=== sd_cmd_engine_flat ===
[src/rtl/sd_cmd_engine_if.sv]
// sd_cmd_engine_if
// Groups the request, serial-line and status signals of the SD command
// engine into one bundle.
//   start/cmd_idx/cmd_arg/cmd_crc/resp_long : command request from the host
//   SD_OUT                                  : serial data returned by the card
//   SD_IN/SD_CS                             : serial data and select to the card
//   busy/done/timeout/resp                  : engine status and captured response
// Modports: slave = the engine, master = the requester / card model.
interface sd_cmd_engine_if;
    logic        start;
    logic [5:0]  cmd_idx;
    logic [31:0] cmd_arg;
    logic [6:0]  cmd_crc;
    logic        resp_long;
    logic        SD_OUT;
    logic        SD_IN;
    logic        SD_CS;
    logic        busy;
    logic        done;
    logic        timeout;
    logic [39:0] resp;

    modport slave (
        input  start, cmd_idx, cmd_arg, cmd_crc, resp_long, SD_OUT,
        output SD_IN, SD_CS, busy, done, timeout, resp
    );

    modport master (
        output start, cmd_idx, cmd_arg, cmd_crc, resp_long, SD_OUT,
        input  SD_IN, SD_CS, busy, done, timeout, resp
    );
endinterface

[src/rtl/sd_cmd_engine.sv]
// sd_cmd_engine
// Sends one 48-bit SD command frame in SPI mode and captures the R1 (8-bit)
// or R7 (40-bit) response, bracketed by PRE_CLKS idle clocks with the card
// selected before and after the frame.
// Ports:
//   SD_CLK : sole clock, rising edge
//   rst    : asynchronous active-high reset
//   sd_bus : sd_cmd_engine_if.slave (request, serial lines, status)
// Parameters:
//   PRE_CLKS  : idle clocks (SD_IN=1, SD_CS=0) before and after the frame
//   RESP_WAIT : maximum SD_OUT samples spent looking for the response start bit
module sd_cmd_engine #(
    parameter int PRE_CLKS  = 8,
    parameter int RESP_WAIT = 64
) (
    input  logic              SD_CLK,
    input  logic              rst,
    sd_cmd_engine_if.slave    sd_bus
);

    localparam int CNT_MAX = (48 > RESP_WAIT)
                           ? ((48 > PRE_CLKS) ? 48 : PRE_CLKS)
                           : ((RESP_WAIT > PRE_CLKS) ? RESP_WAIT : PRE_CLKS);
    localparam int CW = $clog2(CNT_MAX + 1);

    typedef enum logic [2:0] {
        ST_IDLE,
        ST_PRE,
        ST_SEND,
        ST_WAIT,
        ST_RECV,
        ST_POST
    } state_t;

    state_t        r_state;
    logic [CW-1:0] r_cnt;
    logic [47:0]   r_frame;
    logic          r_resp_long;
    logic          r_to_flag;
    logic          r_sd_in;
    logic          r_sd_cs;
    logic          r_busy;
    logic          r_done;
    logic          r_timeout;
    logic [39:0]   r_resp;

    logic w_pre_last;
    logic w_send_last;
    logic w_wait_last;
    logic w_recv_last;

    assign w_pre_last  = (r_cnt == CW'(PRE_CLKS - 1));
    assign w_send_last = (r_cnt == CW'(47));
    assign w_wait_last = (r_cnt == CW'(RESP_WAIT - 1));
    // The start bit was already taken in WAIT, so RECV only needs len-1 bits.
    assign w_recv_last = r_resp_long ? (r_cnt == CW'(38)) : (r_cnt == CW'(6));

    always_ff @(posedge SD_CLK or posedge rst) begin
        if (rst) begin
            r_state     <= ST_IDLE;
            r_cnt       <= '0;
            r_frame     <= '0;
            r_resp_long <= 1'b0;
            r_to_flag   <= 1'b0;
            r_sd_in     <= 1'b1;
            r_sd_cs     <= 1'b1;
            r_busy      <= 1'b0;
            r_done      <= 1'b0;
            r_timeout   <= 1'b0;
            r_resp      <= '0;
        end else begin
            r_done <= 1'b0;
            case (r_state)
                ST_IDLE: begin
                    if (sd_bus.start) begin
                        r_frame     <= {2'b01, sd_bus.cmd_idx, sd_bus.cmd_arg,
                                        sd_bus.cmd_crc, 1'b1};
                        r_resp_long <= sd_bus.resp_long;
                        r_resp      <= '0;
                        r_to_flag   <= 1'b0;
                        r_timeout   <= 1'b0;
                        r_busy      <= 1'b1;
                        r_sd_cs     <= 1'b0;
                        r_sd_in     <= 1'b1;
                        r_cnt       <= '0;
                        r_state     <= ST_PRE;
                    end
                end

                ST_PRE: begin
                    if (w_pre_last) begin
                        // Present the first frame bit in the first SEND cycle.
                        r_sd_in <= r_frame[47];
                        r_frame <= {r_frame[46:0], 1'b0};
                        r_cnt   <= '0;
                        r_state <= ST_SEND;
                    end else begin
                        r_cnt <= r_cnt + 1'b1;
                    end
                end

                ST_SEND: begin
                    if (w_send_last) begin
                        r_sd_in <= 1'b1;
                        r_cnt   <= '0;
                        r_state <= ST_WAIT;
                    end else begin
                        r_sd_in <= r_frame[47];
                        r_frame <= {r_frame[46:0], 1'b0};
                        r_cnt   <= r_cnt + 1'b1;
                    end
                end

                ST_WAIT: begin
                    if (!sd_bus.SD_OUT) begin
                        // The start bit is the response MSB; shifting it into
                        // the cleared register keeps R1 right-aligned later.
                        r_resp  <= {r_resp[38:0], 1'b0};
                        r_cnt   <= '0;
                        r_state <= ST_RECV;
                    end else if (w_wait_last) begin
                        r_to_flag <= 1'b1;
                        r_resp    <= '1;
                        r_cnt     <= '0;
                        r_state   <= ST_POST;
                    end else begin
                        r_cnt <= r_cnt + 1'b1;
                    end
                end

                ST_RECV: begin
                    r_resp <= {r_resp[38:0], sd_bus.SD_OUT};
                    if (w_recv_last) begin
                        r_cnt   <= '0;
                        r_state <= ST_POST;
                    end else begin
                        r_cnt <= r_cnt + 1'b1;
                    end
                end

                ST_POST: begin
                    if (w_pre_last) begin
                        r_sd_cs   <= 1'b1;
                        r_busy    <= 1'b0;
                        r_done    <= 1'b1;
                        r_timeout <= r_to_flag;
                        r_cnt     <= '0;
                        r_state   <= ST_IDLE;
                    end else begin
                        r_cnt <= r_cnt + 1'b1;
                    end
                end

                default: begin
                    r_state <= ST_IDLE;
                    r_sd_in <= 1'b1;
                    r_sd_cs <= 1'b1;
                    r_busy  <= 1'b0;
                    r_cnt   <= '0;
                end
            endcase
        end
    end

    assign sd_bus.SD_IN   = r_sd_in;
    assign sd_bus.SD_CS   = r_sd_cs;
    assign sd_bus.busy    = r_busy;
    assign sd_bus.done    = r_done;
    assign sd_bus.timeout = r_timeout;
    assign sd_bus.resp    = r_resp;

endmodule

[src/flat_wrapper.sv]
// flat-port wrapper written by rule: the top's interface ports become plain ports
module sd_cmd_engine_flat 
#(
    parameter int PRE_CLKS  = 8,
    parameter int RESP_WAIT = 64
)
  (SD_CLK, rst, sd_bus_start, sd_bus_cmd_idx, sd_bus_cmd_arg, sd_bus_cmd_crc, sd_bus_resp_long, sd_bus_SD_OUT, sd_bus_SD_IN, sd_bus_SD_CS, sd_bus_busy, sd_bus_done, sd_bus_timeout, sd_bus_resp);
  sd_cmd_engine_if sd_bus_i ();
  input  logic SD_CLK;
  input  logic rst;
  input wire logic [$bits(sd_bus_i.start)-1:0] sd_bus_start;
  input wire logic [$bits(sd_bus_i.cmd_idx)-1:0] sd_bus_cmd_idx;
  input wire logic [$bits(sd_bus_i.cmd_arg)-1:0] sd_bus_cmd_arg;
  input wire logic [$bits(sd_bus_i.cmd_crc)-1:0] sd_bus_cmd_crc;
  input wire logic [$bits(sd_bus_i.resp_long)-1:0] sd_bus_resp_long;
  input wire logic [$bits(sd_bus_i.SD_OUT)-1:0] sd_bus_SD_OUT;
  output wire logic [$bits(sd_bus_i.SD_IN)-1:0] sd_bus_SD_IN;
  output wire logic [$bits(sd_bus_i.SD_CS)-1:0] sd_bus_SD_CS;
  output wire logic [$bits(sd_bus_i.busy)-1:0] sd_bus_busy;
  output wire logic [$bits(sd_bus_i.done)-1:0] sd_bus_done;
  output wire logic [$bits(sd_bus_i.timeout)-1:0] sd_bus_timeout;
  output wire logic [$bits(sd_bus_i.resp)-1:0] sd_bus_resp;
  assign sd_bus_i.start = sd_bus_start;
  assign sd_bus_i.cmd_idx = sd_bus_cmd_idx;
  assign sd_bus_i.cmd_arg = sd_bus_cmd_arg;
  assign sd_bus_i.cmd_crc = sd_bus_cmd_crc;
  assign sd_bus_i.resp_long = sd_bus_resp_long;
  assign sd_bus_i.SD_OUT = sd_bus_SD_OUT;
  assign sd_bus_SD_IN = sd_bus_i.SD_IN;
  assign sd_bus_SD_CS = sd_bus_i.SD_CS;
  assign sd_bus_busy = sd_bus_i.busy;
  assign sd_bus_done = sd_bus_i.done;
  assign sd_bus_timeout = sd_bus_i.timeout;
  assign sd_bus_resp = sd_bus_i.resp;
  sd_cmd_engine #(.PRE_CLKS(PRE_CLKS), .RESP_WAIT(RESP_WAIT)) u_core (.SD_CLK(SD_CLK), .rst(rst), .sd_bus(sd_bus_i));
endmodule
[config.mk]
export PLATFORM = sky130hd
export DESIGN_NAME = sd_cmd_engine_flat
export DESIGN_NICKNAME = d
export VERILOG_FILES = /design/src/rtl/sd_cmd_engine_if.sv /design/src/rtl/sd_cmd_engine.sv /design/src/flat_wrapper.sv
export SDC_FILE = /design/constraint.sdc
export NUM_CORES = 1
export LEC_CHECK = 0
export ABC_AREA = 1
export CAP_MARGIN = 10
export CORE_ASPECT_RATIO = 2
export CORE_UTILIZATION = 50
export DETAILED_ROUTE_END_ITERATION = 7
export PLACE_DENSITY = 0.74
export SLEW_MARGIN = 20
export SYNTH_ARGS = -nofsm -noshare
export SYNTH_HDL_FRONTEND = slang
export SYNTH_SLANG_ARGS = --single-unit
[constraint.sdc]
create_clock -name SD_CLK -period 9.7 [get_ports SD_CLK]
set_input_delay 2.91 -clock SD_CLK [delete_from_list [all_inputs] [get_ports SD_CLK]]
set_output_delay 2.91 -clock SD_CLK [all_outputs]
set_load 0.05 [all_outputs]
### Pin map, sd_cmd_engine_flat

Pins as bars across the die edge, other pins in grey.
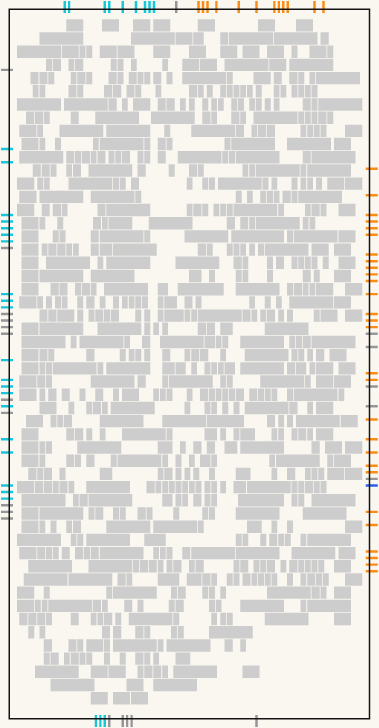
- sd_bus_cmd_arg: cyan (pins 32; direction input; edge 20 left, 9 top, 3 bottom)
- sd_bus_resp: orange (pins 40; direction output; edge 28 right, 12 top)
- sd_bus_busy: blue (pins 1; direction output; edge right)
- all pins by edge: 34 right, 31 left, 22 top, 8 bottom

### Met3 routing, sd_cmd_engine_flat

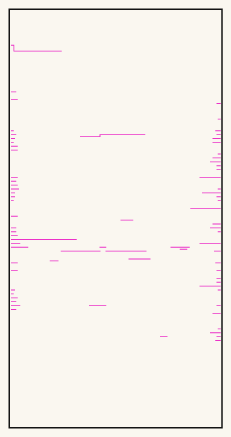
- longest straight run: 22.8 µm
- share of all routed wire: 2.5%
- wire length on this layer: 263 µm
- main direction: horizontal

### Placement density heat map, sd_cmd_engine_flat

7 x 15 tiles, from white (low) to dark blue (high), 0 to 100% covered.
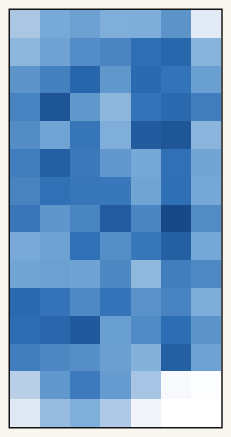
- mean over tiles: 58%
- fullest tile: 90%
- tiles over 75% full: 17%
- nearly empty tiles: 2.9%
- emptiest ninth of the die: lower right

==> summary.txt <==
Status on the layout run. The flow ran to the end, and the final reports show no timing, DRC or antenna violations. The final layout report lists a non-clock buffer count of 99. The initialized floorplan defines 52 standard-cell rows. The slowest stage of the critical path belongs to the cell sky130_fd_sc_hd__buf_4.

Looking at the global route congestion table, the highest-usage layer is met2. Register-to-register path setup slack landed at 7010 ps. Cell-internal power landed at 697.4 µW. The finished layout reports a core utilization of 64.26%. Total I/O pin count landed at 95. TritonCTS built the clock tree. More flip-flops sit in one register than any other, and that register is u_core.r_frame. Number of clock sinks landed at 105. Fraction of met3 tracks used by global routing landed at 3.047%. For this run the top cell type by instance count after synthesis was sky130_fd_sc_hd__nand2_1.

Count of placed standard cells including taps landed at 902. Per the layout area report, the combinational gate area comes to 2001 µm². The count of nets left with antenna violations once routing finished came out at 0. The worst pin sits at a relative slew slack of 46.73%. Global placer's final weighted congestion landed at 0.8455. Total nets after synthesis landed at 756.

The number of global-route vias before repair was 4362. After routing the design area is 6480 µm². Placed cell area landed at 6175 µm².

The power report lists the clock group at 366 µW. The H-tree was split into 3 levels. Number of remaining DRC errors landed at 0. Post-DP HPWL landed at 7449 µm. The report counts max-capacitance violations totalling 0. Per the detail_route report, the via count comes to 4505. Maximum number of pins on one net before global-route repair landed at 92. The skew report gives the latency at the later pin of the worst-skew pair as 340 ps.

Summed over its instances, the top area cell type makes up 49.75% of the synthesized netlist area. Post-layout period usage of the worst path landed at 51.13%. For reference, the critical path is captured by u_core.sd_bus.resp[13]$_DFFE_PP0P_. Share of final layout cell area taken by clock buffers and inverters landed at 4.711%. Leaving out the clock tree, the finished layout contains an inverter count of 105. Number of buffers between clock root and the deepest sink landed at 2. The synthesis report names the predominant flop master as sky130_fd_sc_hd__dfrtp_1. Delay of the slowest cell on the worst path landed at 600 ps. The final layout report lists a filler cell count of 896. The first global-routing pass estimated 18970 µm of wire.

Count of state elements after synthesis landed at 105. Number of gates on the worst path with buffers counted landed at 8. 458 cells are multi-input combinational gates. The capture point of the worst register-to-register path is recorded as u_core.sd_bus.resp[13]$_DFFE_PP0P_.

Power consumed by sequential cells landed at 454 µW. Distinct cell type count of the synthesized netlist landed at 27. Initial antenna violation count landed at 0. Number of tapcells landed at 135. Post-detailed-routing wire length landed at 10760 µm. Minimum hold slack landed at 470.7 ps. Per the final report, max-transition violations number 0. Across the routed clock network, the largest skew measured is 10.93 ps. The most common logic cells in the final layout are sky130_fd_sc_hd__nand2_1 (254), sky130_fd_sc_hd__dfrtp_1 (103), sky130_fd_sc_hd__inv_1 (102), sky130_fd_sc_hd__clkdlybuf4s50_1 (94), sky130_fd_sc_hd__o21ai_1 (85).

=== hub75_scan_ctrl ===
### Cell placement, hub75_scan_ctrl

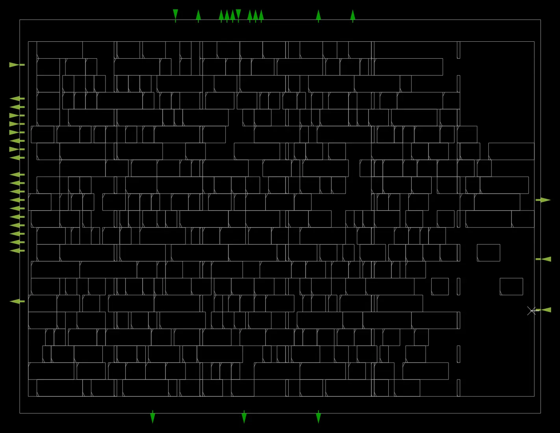
### Pin map, hub75_scan_ctrl

Pins as bars across the die edge, other pins in grey.
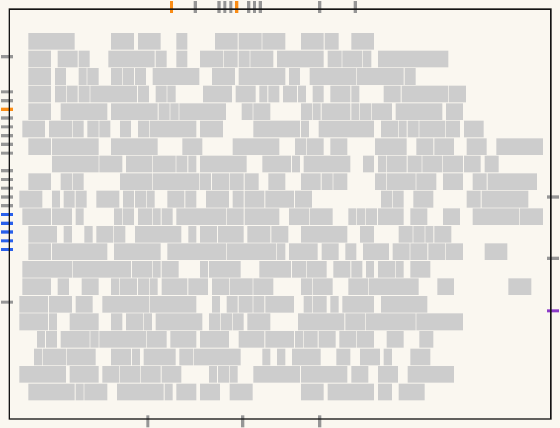
File: config.mk
export PLATFORM = sky130hd
export DESIGN_NAME = hub75_scan_ctrl
export DESIGN_NICKNAME = d
export VERILOG_FILES = /design/src/rtl/hub75_scan_ctrl.sv
export SDC_FILE = /design/constraint.sdc
export NUM_CORES = 1
export LEC_CHECK = 0
export CORE_ASPECT_RATIO = 0.75
export CORE_UTILIZATION = 48
export DETAILED_ROUTE_END_ITERATION = 10
export GPL_ROUTABILITY_DRIVEN = 0
export PLACE_DENSITY = 0.75
export SYNTH_ARGS = -nofsm -noshare
export SYNTH_HDL_FRONTEND = slang
export SYNTH_SLANG_ARGS = --single-unit
File: constraint.sdc
create_clock -name clk -period 1.7 [get_ports clk]
set_input_delay 0.34 -clock clk [delete_from_list [all_inputs] [get_ports clk]]
set_output_delay 0.34 -clock clk [all_outputs]
set_load 0.01 [all_outputs]
File: src/rtl/hub75_scan_ctrl.sv
// hub75_scan_ctrl -- scan sequencer for a two-half HUB75 LED panel.
//
// The controller reads bit-planes from a synchronous framebuffer and shifts
// one row per plane into the panel. It then blanks the panel, latches the
// row and releases the blank. Each plane is displayed for ON_BASE << plane
// cycles (binary code modulation). The plane is the inner loop and the row
// the outer loop.
//
// Ports
//   clk                       system clock
//   rst                       synchronous, active-high reset
//   enable                    run the scan; sampled in IDLE and at frame end
//   pix_row/pix_col/pix_plane framebuffer address (registered)
//   pix_rgb0/pix_rgb1         {R,G,B} for the upper/lower half, 1 clk latency
//   R0in..B1in                panel colour data (registered)
//   A                         panel row address (registered)
//   SCLKin                    panel shift clock (registered)
//   BLANKin                   panel blank, 1 = dark
//   LATCHin                   panel latch strobe
//   frame_done                one-cycle pulse after the last row/plane latch
//
// All outputs are registered from next-state values, so each output lines
// up with the state it belongs to.

module hub75_scan_ctrl #(
    parameter int COLS         = 64,
    parameter int ADDR_BITS    = 5,
    parameter int BITS         = 4,
    parameter int ON_BASE      = 64,
    parameter int BLANK_CYCLES = 2,
    localparam int COL_W       = $clog2(COLS),
    localparam int PW          = (BITS > 1) ? $clog2(BITS) : 1
) (
    input  logic                 clk,
    input  logic                 rst,
    input  logic                 enable,
    output logic [ADDR_BITS-1:0] pix_row,
    output logic [COL_W-1:0]     pix_col,
    output logic [PW-1:0]        pix_plane,
    input  logic [2:0]           pix_rgb0,
    input  logic [2:0]           pix_rgb1,
    output logic                 R0in,
    output logic                 G0in,
    output logic                 B0in,
    output logic                 R1in,
    output logic                 G1in,
    output logic                 B1in,
    output logic [ADDR_BITS-1:0] A,
    output logic                 SCLKin,
    output logic                 BLANKin,
    output logic                 LATCHin,
    output logic                 frame_done
);

    // The shift phase runs for cycles 0 .. 2*COLS+1. The same counter also
    // times the blank phase, so it is sized for the longer of the two.
    localparam int SHIFT_LAST = 2 * COLS + 1;
    localparam int CNT_MAX    = (2 * COLS + 2 > BLANK_CYCLES) ? 2 * COLS + 2 : BLANK_CYCLES;
    localparam int CNT_W      = $clog2(CNT_MAX);
    localparam int TW         = $clog2((ON_BASE << (BITS - 1)) + 1);

    typedef enum logic [2:0] {
        S_IDLE,
        S_SHIFT,
        S_WAIT,
        S_BLANK,
        S_LATCH,
        S_UNBLANK
    } state_t;

    state_t               state, state_d;
    logic [CNT_W-1:0]     cnt, cnt_d;
    logic [TW-1:0]        timer, timer_d;
    logic [ADDR_BITS-1:0] row_d, a_d;
    logic [COL_W-1:0]     col_d;
    logic [PW-1:0]        plane_d;
    logic [2:0]           rgb0_q, rgb1_q, rgb0_d, rgb1_d;
    logic                 sclk_d, blank_d, latch_d, done_d;
    logic                 disp_done, last_row, last_plane;

    assign {R0in, G0in, B0in} = rgb0_q;
    assign {R1in, G1in, B1in} = rgb1_q;

    // The timer reaches zero on the next cycle. The blank therefore starts
    // exactly when the display time runs out.
    assign disp_done  = (timer <= TW'(1));
    assign last_row   = (pix_row == '1);
    assign last_plane = (pix_plane == PW'(BITS - 1));

    always_comb begin
        // NOTE: every signal gets a default before the case statement. If a
        // path skipped an assignment, synthesis would infer a latch.
        state_d = state;
        cnt_d   = cnt;
        timer_d = (timer != '0) ? timer - 1'b1 : '0;
        row_d   = pix_row;
        col_d   = pix_col;
        plane_d = pix_plane;
        rgb0_d  = rgb0_q;
        rgb1_d  = rgb1_q;
        a_d     = A;
        blank_d = BLANKin;
        sclk_d  = 1'b0;
        latch_d = 1'b0;
        done_d  = 1'b0;

        unique case (state)
            S_IDLE: begin
                if (enable) begin
                    state_d = S_SHIFT;
                    cnt_d   = '0;
                end
            end

            S_SHIFT: begin
                if (cnt == CNT_W'(SHIFT_LAST)) begin
                    cnt_d = '0;
                    if (disp_done) begin
                        state_d = S_BLANK;
                        blank_d = 1'b1;
                    end else begin
                        state_d = S_WAIT;
                    end
                end else begin
                    cnt_d  = cnt + 1'b1;
                    // SCLK is high in the odd cycles from 3 on. Data for each
                    // pulse lands one cycle earlier.
                    sclk_d = !cnt[0] && (cnt >= CNT_W'(2));
                    // In an odd cycle, data for the current column returns.
                    // Capture it and step to the next column. The last step
                    // wraps the column back to 0.
                    if (cnt[0] && (cnt < CNT_W'(2 * COLS))) begin
                        rgb0_d = pix_rgb0;
                        rgb1_d = pix_rgb1;
                        col_d  = pix_col + 1'b1;
                    end
                end
            end

            S_WAIT: begin
                if (disp_done) begin
                    state_d = S_BLANK;
                    blank_d = 1'b1;
                end
            end

            S_BLANK: begin
                if (cnt == CNT_W'(BLANK_CYCLES - 1)) begin
                    state_d = S_LATCH;
                    latch_d = 1'b1;
                    a_d     = pix_row;
                    cnt_d   = '0;
                end else begin
                    cnt_d = cnt + 1'b1;
                end
            end

            S_LATCH: begin
                state_d = S_UNBLANK;
                blank_d = 1'b0;
                timer_d = TW'(ON_BASE << pix_plane);
                done_d  = last_row && last_plane;
            end

            S_UNBLANK: begin
                if (last_plane) begin
                    plane_d = '0;
                    row_d   = pix_row + 1'b1;
                end else begin
                    plane_d = pix_plane + 1'b1;
                end
                if (last_row && last_plane && !enable) begin
                    // Leaving the scan drops the last plane's display time.
                    state_d = S_IDLE;
                    blank_d = 1'b1;
                    rgb0_d  = '0;
                    rgb1_d  = '0;
                    a_d     = '0;
                    timer_d = '0;
                end else begin
                    state_d = S_SHIFT;
                end
                cnt_d = '0;
            end

            default: state_d = S_IDLE;
        endcase
    end

    always_ff @(posedge clk) begin
        // NOTE: sequential state uses non-blocking assignments only. All
        // registers then update together from the values before the edge.
        if (rst) begin
            state      <= S_IDLE;
            cnt        <= '0;
            timer      <= '0;
            pix_row    <= '0;
            pix_col    <= '0;
            pix_plane  <= '0;
            rgb0_q     <= '0;
            rgb1_q     <= '0;
            A          <= '0;
            SCLKin     <= 1'b0;
            BLANKin    <= 1'b1;
            LATCHin    <= 1'b0;
            frame_done <= 1'b0;
        end else begin
            state      <= state_d;
            cnt        <= cnt_d;
            timer      <= timer_d;
            pix_row    <= row_d;
            pix_col    <= col_d;
            pix_plane  <= plane_d;
            rgb0_q     <= rgb0_d;
            rgb1_q     <= rgb1_d;
            A          <= a_d;
            SCLKin     <= sclk_d;
            BLANKin    <= blank_d;
            LATCHin    <= latch_d;
            frame_done <= done_d;
        end
    end

endmodule

==> summary.txt <==
Status on the layout run. The flow ran to the end, but the final reports show violations. The final reports fail on DRC. The number of nets in the synthesized netlist is 299. The cell-mix breakdown from Yosys lists the XOR/XNOR area share as 7.269%. The initial utilization of the core area, before any placement, comes to 51.82%.

In this run the number of H-tree levels came out at 2. In the hold timing report, the worst path depth is 2. Looking at the global route congestion table, the highest-usage layer is met2. Cells with a size suffix above 1 make up 21.30% of the layout. Number of CTS-inserted buffers landed at 5.

The power report lists the clock group at 835 µW. Met1 wire length landed at 2729 µm. Overall power landed at 3164 µW.

The transition time recorded at the tightest slew-check pin is 553.8 ps. Per the cell usage report, the commonest logic cell in the layout is sky130_fd_sc_hd__dfxtp_1. Post-DP HPWL landed at 3981 µm. Ranked by power, first place goes to sequential cells. The report shows a maximum critical-path fanout of 4. Clock transition at the registers of the reported paths landed at 90 ps.

Data required time at the worst endpoint landed at 1950 ps. Global routing met1 resource utilization landed at 31.57%. Signed area change from the synthesized netlist to the final layout landed at 35.36%. Combinational logic is responsible for 29.8% of the overall power. Die span in x landed at 83.82 µm. Final net count landed at 359. Per the OpenROAD timing report, the critical path contains 8 cells. Leaving out fill and tap cells, the most frequent cells in the layout are sky130_fd_sc_hd__dfxtp_1 (43), sky130_fd_sc_hd__clkdlybuf4s50_1 (31), sky130_fd_sc_hd__nand3_1 (28), sky130_fd_sc_hd__buf_4 (28), sky130_fd_sc_hd__nand2_1 (23). Combinational power landed at 944 µW.

The synthesized design spends more area on one cell type than any other, namely sky130_fd_sc_hd__dfxtp_1. For reference, the critical path is launched at pix_row[0]$_SDFFE_PP0P_. Number of remaining DRC errors landed at 2. In the final layout, excluding clock inverters the inverter count is 9. For reference, full adder, half adder and majority cells occupy 6.750% of the area reported after synthesis.

For this run, the leading register cell type out of synthesis is sky130_fd_sc_hd__dfxtp_1. Sequential cells were found to cover 40.71% of the synthesized design area. Power consumed by sequential cells landed at 1380 µW. Global routing consumed, on the met2 layer, 34.43% of the routing resources. Signal routing reaches up to met4.

Total routing usage reported by global routing landed at 22.91%. Chip area landed at 5311 µm². Delay of the slowest cell on the worst path landed at 360 ps. Met2 wire length landed at 2660 µm. Post-synthesis cell count landed at 277. Clock buffers in the final layout number 6. The synthesized netlist was found by Yosys to have 277 cells. Wires add up to 5887 µm. In the synthesized netlist, mux cells make up 1.246% of the area. Final worst setup slack landed at 42.76 ps. The total overflow left after global routing is 0.

The report lists the power per cell area as 970.0 nW/µm². After synthesis, the cell types taking the most area are sky130_fd_sc_hd__dfxtp_1 (41%), sky130_fd_sc_hd__ha_1 (6.7%), sky130_fd_sc_hd__nand3_1 (5.8%). Wire length per cell landed at 14.90 µm. Buffering overhead landed at 19.26%. Worst path arrival time landed at 1910 ps.

The slowest stage of the critical path belongs to the cell sky130_fd_sc_hd__dfxtp_4. The number of different library cells used by synthesis comes to 47. Along the critical path, the tally of buffer and inverter instances is 1.
## Picture notes: 'Cell placement' of hub75_scan_ctrl
Post-Layout Cell Count: 395
Tapcells: 57
Core ar.: 4651 µm²
final cell utilization of the core: 70.14%
num sequential: 49

## Picture notes: 'Pin map' of hub75_scan_ctrl
- rst: purple (pins 1; direction input; edge right)
- pix_row: blue (pins 5; direction output; edge left)
- pix_rgb1: orange (pins 3; direction input; edge 2 top, 1 left)
- all pins by edge: 20 left, 11 top, 3 bottom, 3 right


=== spi_req_arbiter ===
$ cat config.mk
export PLATFORM = sky130hd
export DESIGN_NAME = spi_req_arbiter
export DESIGN_NICKNAME = d
export VERILOG_FILES = /design/src/rtl/spi_req_arbiter.sv
export SDC_FILE = /design/constraint.sdc
export NUM_CORES = 1
export LEC_CHECK = 0
export CAP_MARGIN = 5
export CORE_UTILIZATION = 40
export DETAILED_ROUTE_END_ITERATION = 7
export PLACE_DENSITY = 0.78
export RECOVER_POWER = 25
export SYNTH_ARGS = -nofsm -noshare
export SYNTH_HDL_FRONTEND = slang
export SYNTH_SLANG_ARGS = --single-unit
$ cat constraint.sdc
create_clock -name clk -period 1.7 [get_ports clk]
set_input_delay 0.17 -clock clk [delete_from_list [all_inputs] [get_ports clk]]
set_output_delay 0.17 -clock clk [all_outputs]
set_load 0.02 [all_outputs]
$ cat src/rtl/spi_req_arbiter.sv
// Round-robin arbiter/sequencer sharing one SPI master (newd/din/dout/done) among N_REQ clients.
// Optional WAIT-state abort timer is enabled by defining SPI_ARB_TIMEOUT_EN.
module spi_req_arbiter #(
   parameter int N_REQ       = 4,
   parameter int DW          = 12,
   parameter int TIMEOUT_CYC = 1024
) (
   input  logic               clk,
   input  logic               rst,
   input  logic [N_REQ-1:0]   req,
   input  logic [N_REQ*DW-1:0] req_data,
   output logic [N_REQ-1:0]   gnt,
   output logic [N_REQ-1:0]   ack,
   output logic [DW-1:0]      rsp_data,
   output logic               err,
   output logic               busy,
   output logic               spi_newd,
   output logic [DW-1:0]      spi_din,
   input  logic [DW-1:0]      spi_dout,
   input  logic               spi_done
);

   localparam int IW = (N_REQ > 1) ? $clog2(N_REQ) : 1;

   if (N_REQ < 2 || N_REQ > 8 || TIMEOUT_CYC < 1) begin : g_bad_param
      $error("spi_req_arbiter: parameter out of range");
   end

   typedef enum logic [1:0] {IDLE, LAUNCH, WAIT, RESP} state_t;

   state_t            state, state_n;
   logic [IW-1:0]     last, last_n;
   logic [IW-1:0]     win, win_n;
   logic [IW-1:0]     pick;
   logic              found;
   logic [N_REQ-1:0]  gnt_n, ack_n;
   logic              busy_n, newd_n, err_n;
   logic [DW-1:0]     din_n, rsp_n;

`ifdef SPI_ARB_TIMEOUT_EN
   localparam int CW = $clog2(TIMEOUT_CYC + 1);
   logic [CW-1:0] cnt, cnt_n;
   logic          err_q;
   assign err = err_q;
`else
   assign err = 1'b0;
`endif

   // Rotating search starting just after the last served requester.
   always_comb begin
      found = 1'b0;
      pick  = '0;
      for (int k = 1; k <= N_REQ; k++) begin
         if (!found && req[(int'(last) + k) % N_REQ]) begin
            found = 1'b1;
            pick  = IW'((int'(last) + k) % N_REQ);
         end
      end
   end

   always_comb begin
      state_n = state;
      last_n  = last;
      win_n   = win;
      gnt_n   = gnt;
      ack_n   = '0;
      err_n   = 1'b0;
      newd_n  = 1'b0;
      din_n   = spi_din;
      rsp_n   = rsp_data;
`ifdef SPI_ARB_TIMEOUT_EN
      cnt_n   = cnt;
`endif
      case (state)
         IDLE: begin
            if (found) begin
               win_n       = pick;
               gnt_n       = '0;
               gnt_n[pick] = 1'b1;
               din_n       = req_data[int'(pick)*DW +: DW];
               state_n     = LAUNCH;
            end
         end
         LAUNCH: begin
            newd_n  = 1'b1;
            state_n = WAIT;
`ifdef SPI_ARB_TIMEOUT_EN
            cnt_n   = '0;
`endif
         end
         WAIT: begin
            if (spi_done) begin
               rsp_n      = spi_dout;
               ack_n[win] = 1'b1;
               state_n    = RESP;
            end
`ifdef SPI_ARB_TIMEOUT_EN
            // A late done in the limit cycle still counts as a normal completion.
            else if (cnt == CW'(TIMEOUT_CYC)) begin
               rsp_n      = '0;
               ack_n[win] = 1'b1;
               err_n      = 1'b1;
               state_n    = RESP;
            end else begin
               cnt_n = cnt + 1'b1;
            end
`endif
         end
         RESP: begin
            last_n  = win;
            gnt_n   = '0;
            state_n = IDLE;
         end
         default: state_n = IDLE;
      endcase
      busy_n = (state_n != IDLE);
   end

   always_ff @(posedge clk) begin
      if (rst) begin
         state    <= IDLE;
         last     <= IW'(N_REQ - 1);
         win      <= '0;
         gnt      <= '0;
         ack      <= '0;
         busy     <= 1'b0;
         spi_newd <= 1'b0;
         spi_din  <= '0;
         rsp_data <= '0;
`ifdef SPI_ARB_TIMEOUT_EN
         cnt      <= '0;
         err_q    <= 1'b0;
`endif
      end else begin
         state    <= state_n;
         last     <= last_n;
         win      <= win_n;
         gnt      <= gnt_n;
         ack      <= ack_n;
         busy     <= busy_n;
         spi_newd <= newd_n;
         spi_din  <= din_n;
         rsp_data <= rsp_n;
`ifdef SPI_ARB_TIMEOUT_EN
         cnt      <= cnt_n;
         err_q    <= err_n;
`endif
      end
   end

`ifndef SPI_ARB_TIMEOUT_EN
   logic unused_err;
   assign unused_err = err_n;
`endif

endmodule

### Met3 routing, spi_req_arbiter

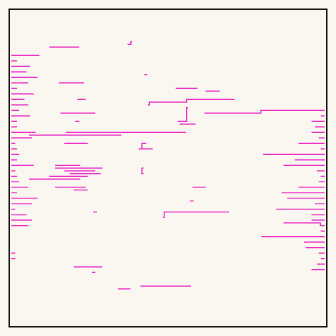
- nets with wire on the layer: 87
- main direction: horizontal
- longest straight run: 29.4 µm
- wire length on this layer: 511 µm
overall routed net length: 7110 µm
DR vias: 2610
met3 Resource Use GR: 6.163%

### Placement density heat map, spi_req_arbiter

8 x 8 tiles, from white (low) to dark blue (high), 0 to 100% covered.
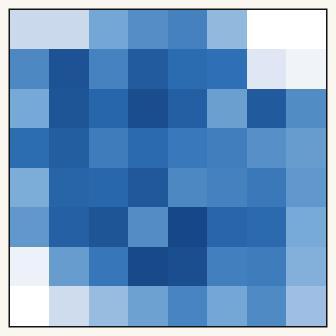
- mean over tiles: 60%
- tiles over 75% full: 33%
- emptiest ninth of the die: upper right

==> summary.txt <==
Status on the layout run. The flow ran to the end, and the final reports show no timing, DRC or antenna violations. Cell internal power was estimated by the tool at 2144 µW. Number of remaining DRC errors landed at 0.

Global placer's final weighted congestion landed at 0.8685. Share of final layout cell area taken by clock buffers and inverters landed at 3.355%. The detailed router finished its first iteration with 158 violations.

Global routing usage on met2 landed at 38.07%. In this run the worst hold path is classified as in -> reg. Cells fill 67.98% of the core in the end.

Fraction of the mapped netlist area in simple logic gates landed at 15.99%. Minimum hold slack landed at 431.1 ps. Overall power landed at 3102 µW. Counting every net in the synthesized netlist gives 349. In this run the horizontal extent of the chip is 78.22 µm. Vertical die size landed at 78.22 µm.
### Cell placement, spi_req_arbiter

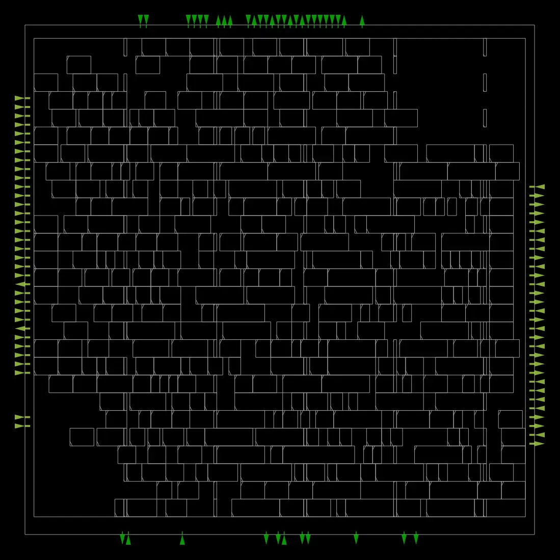
Tapcells: 72
num rows: 27
share of the final layout cell area in sequential cells: 21.30%
number of fill cells: 441
Core ar.: 5540 µm²



==> screenshots <==
Clock wires, drivers and flops.
Scale bar: 20 µm.
image #1
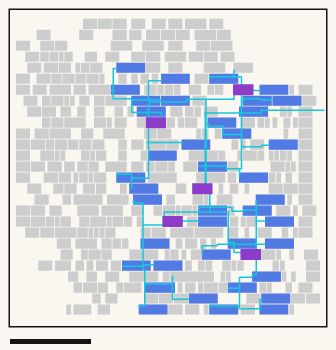
image #2
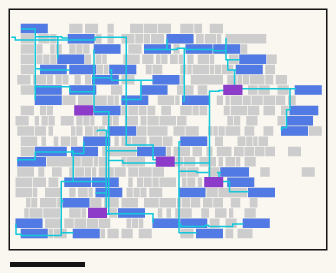
image #3
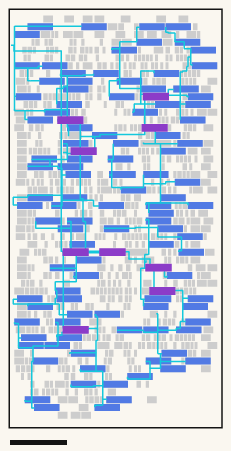
Image #2 comes from hub75_scan_ctrl.
Image #3 comes from sd_cmd_engine_flat.
Image #1 comes from spi_req_arbiter.
The one with the smallest die is image #2.

Key to image #3:
- clock drivers: purple (count 9)
- flip-flops: blue (count 105)
- clock wires: cyan (length 1190 µm)
- flops lie: all over the die
- routed clock nets: 10

Power and IR drop assume default switching activity.
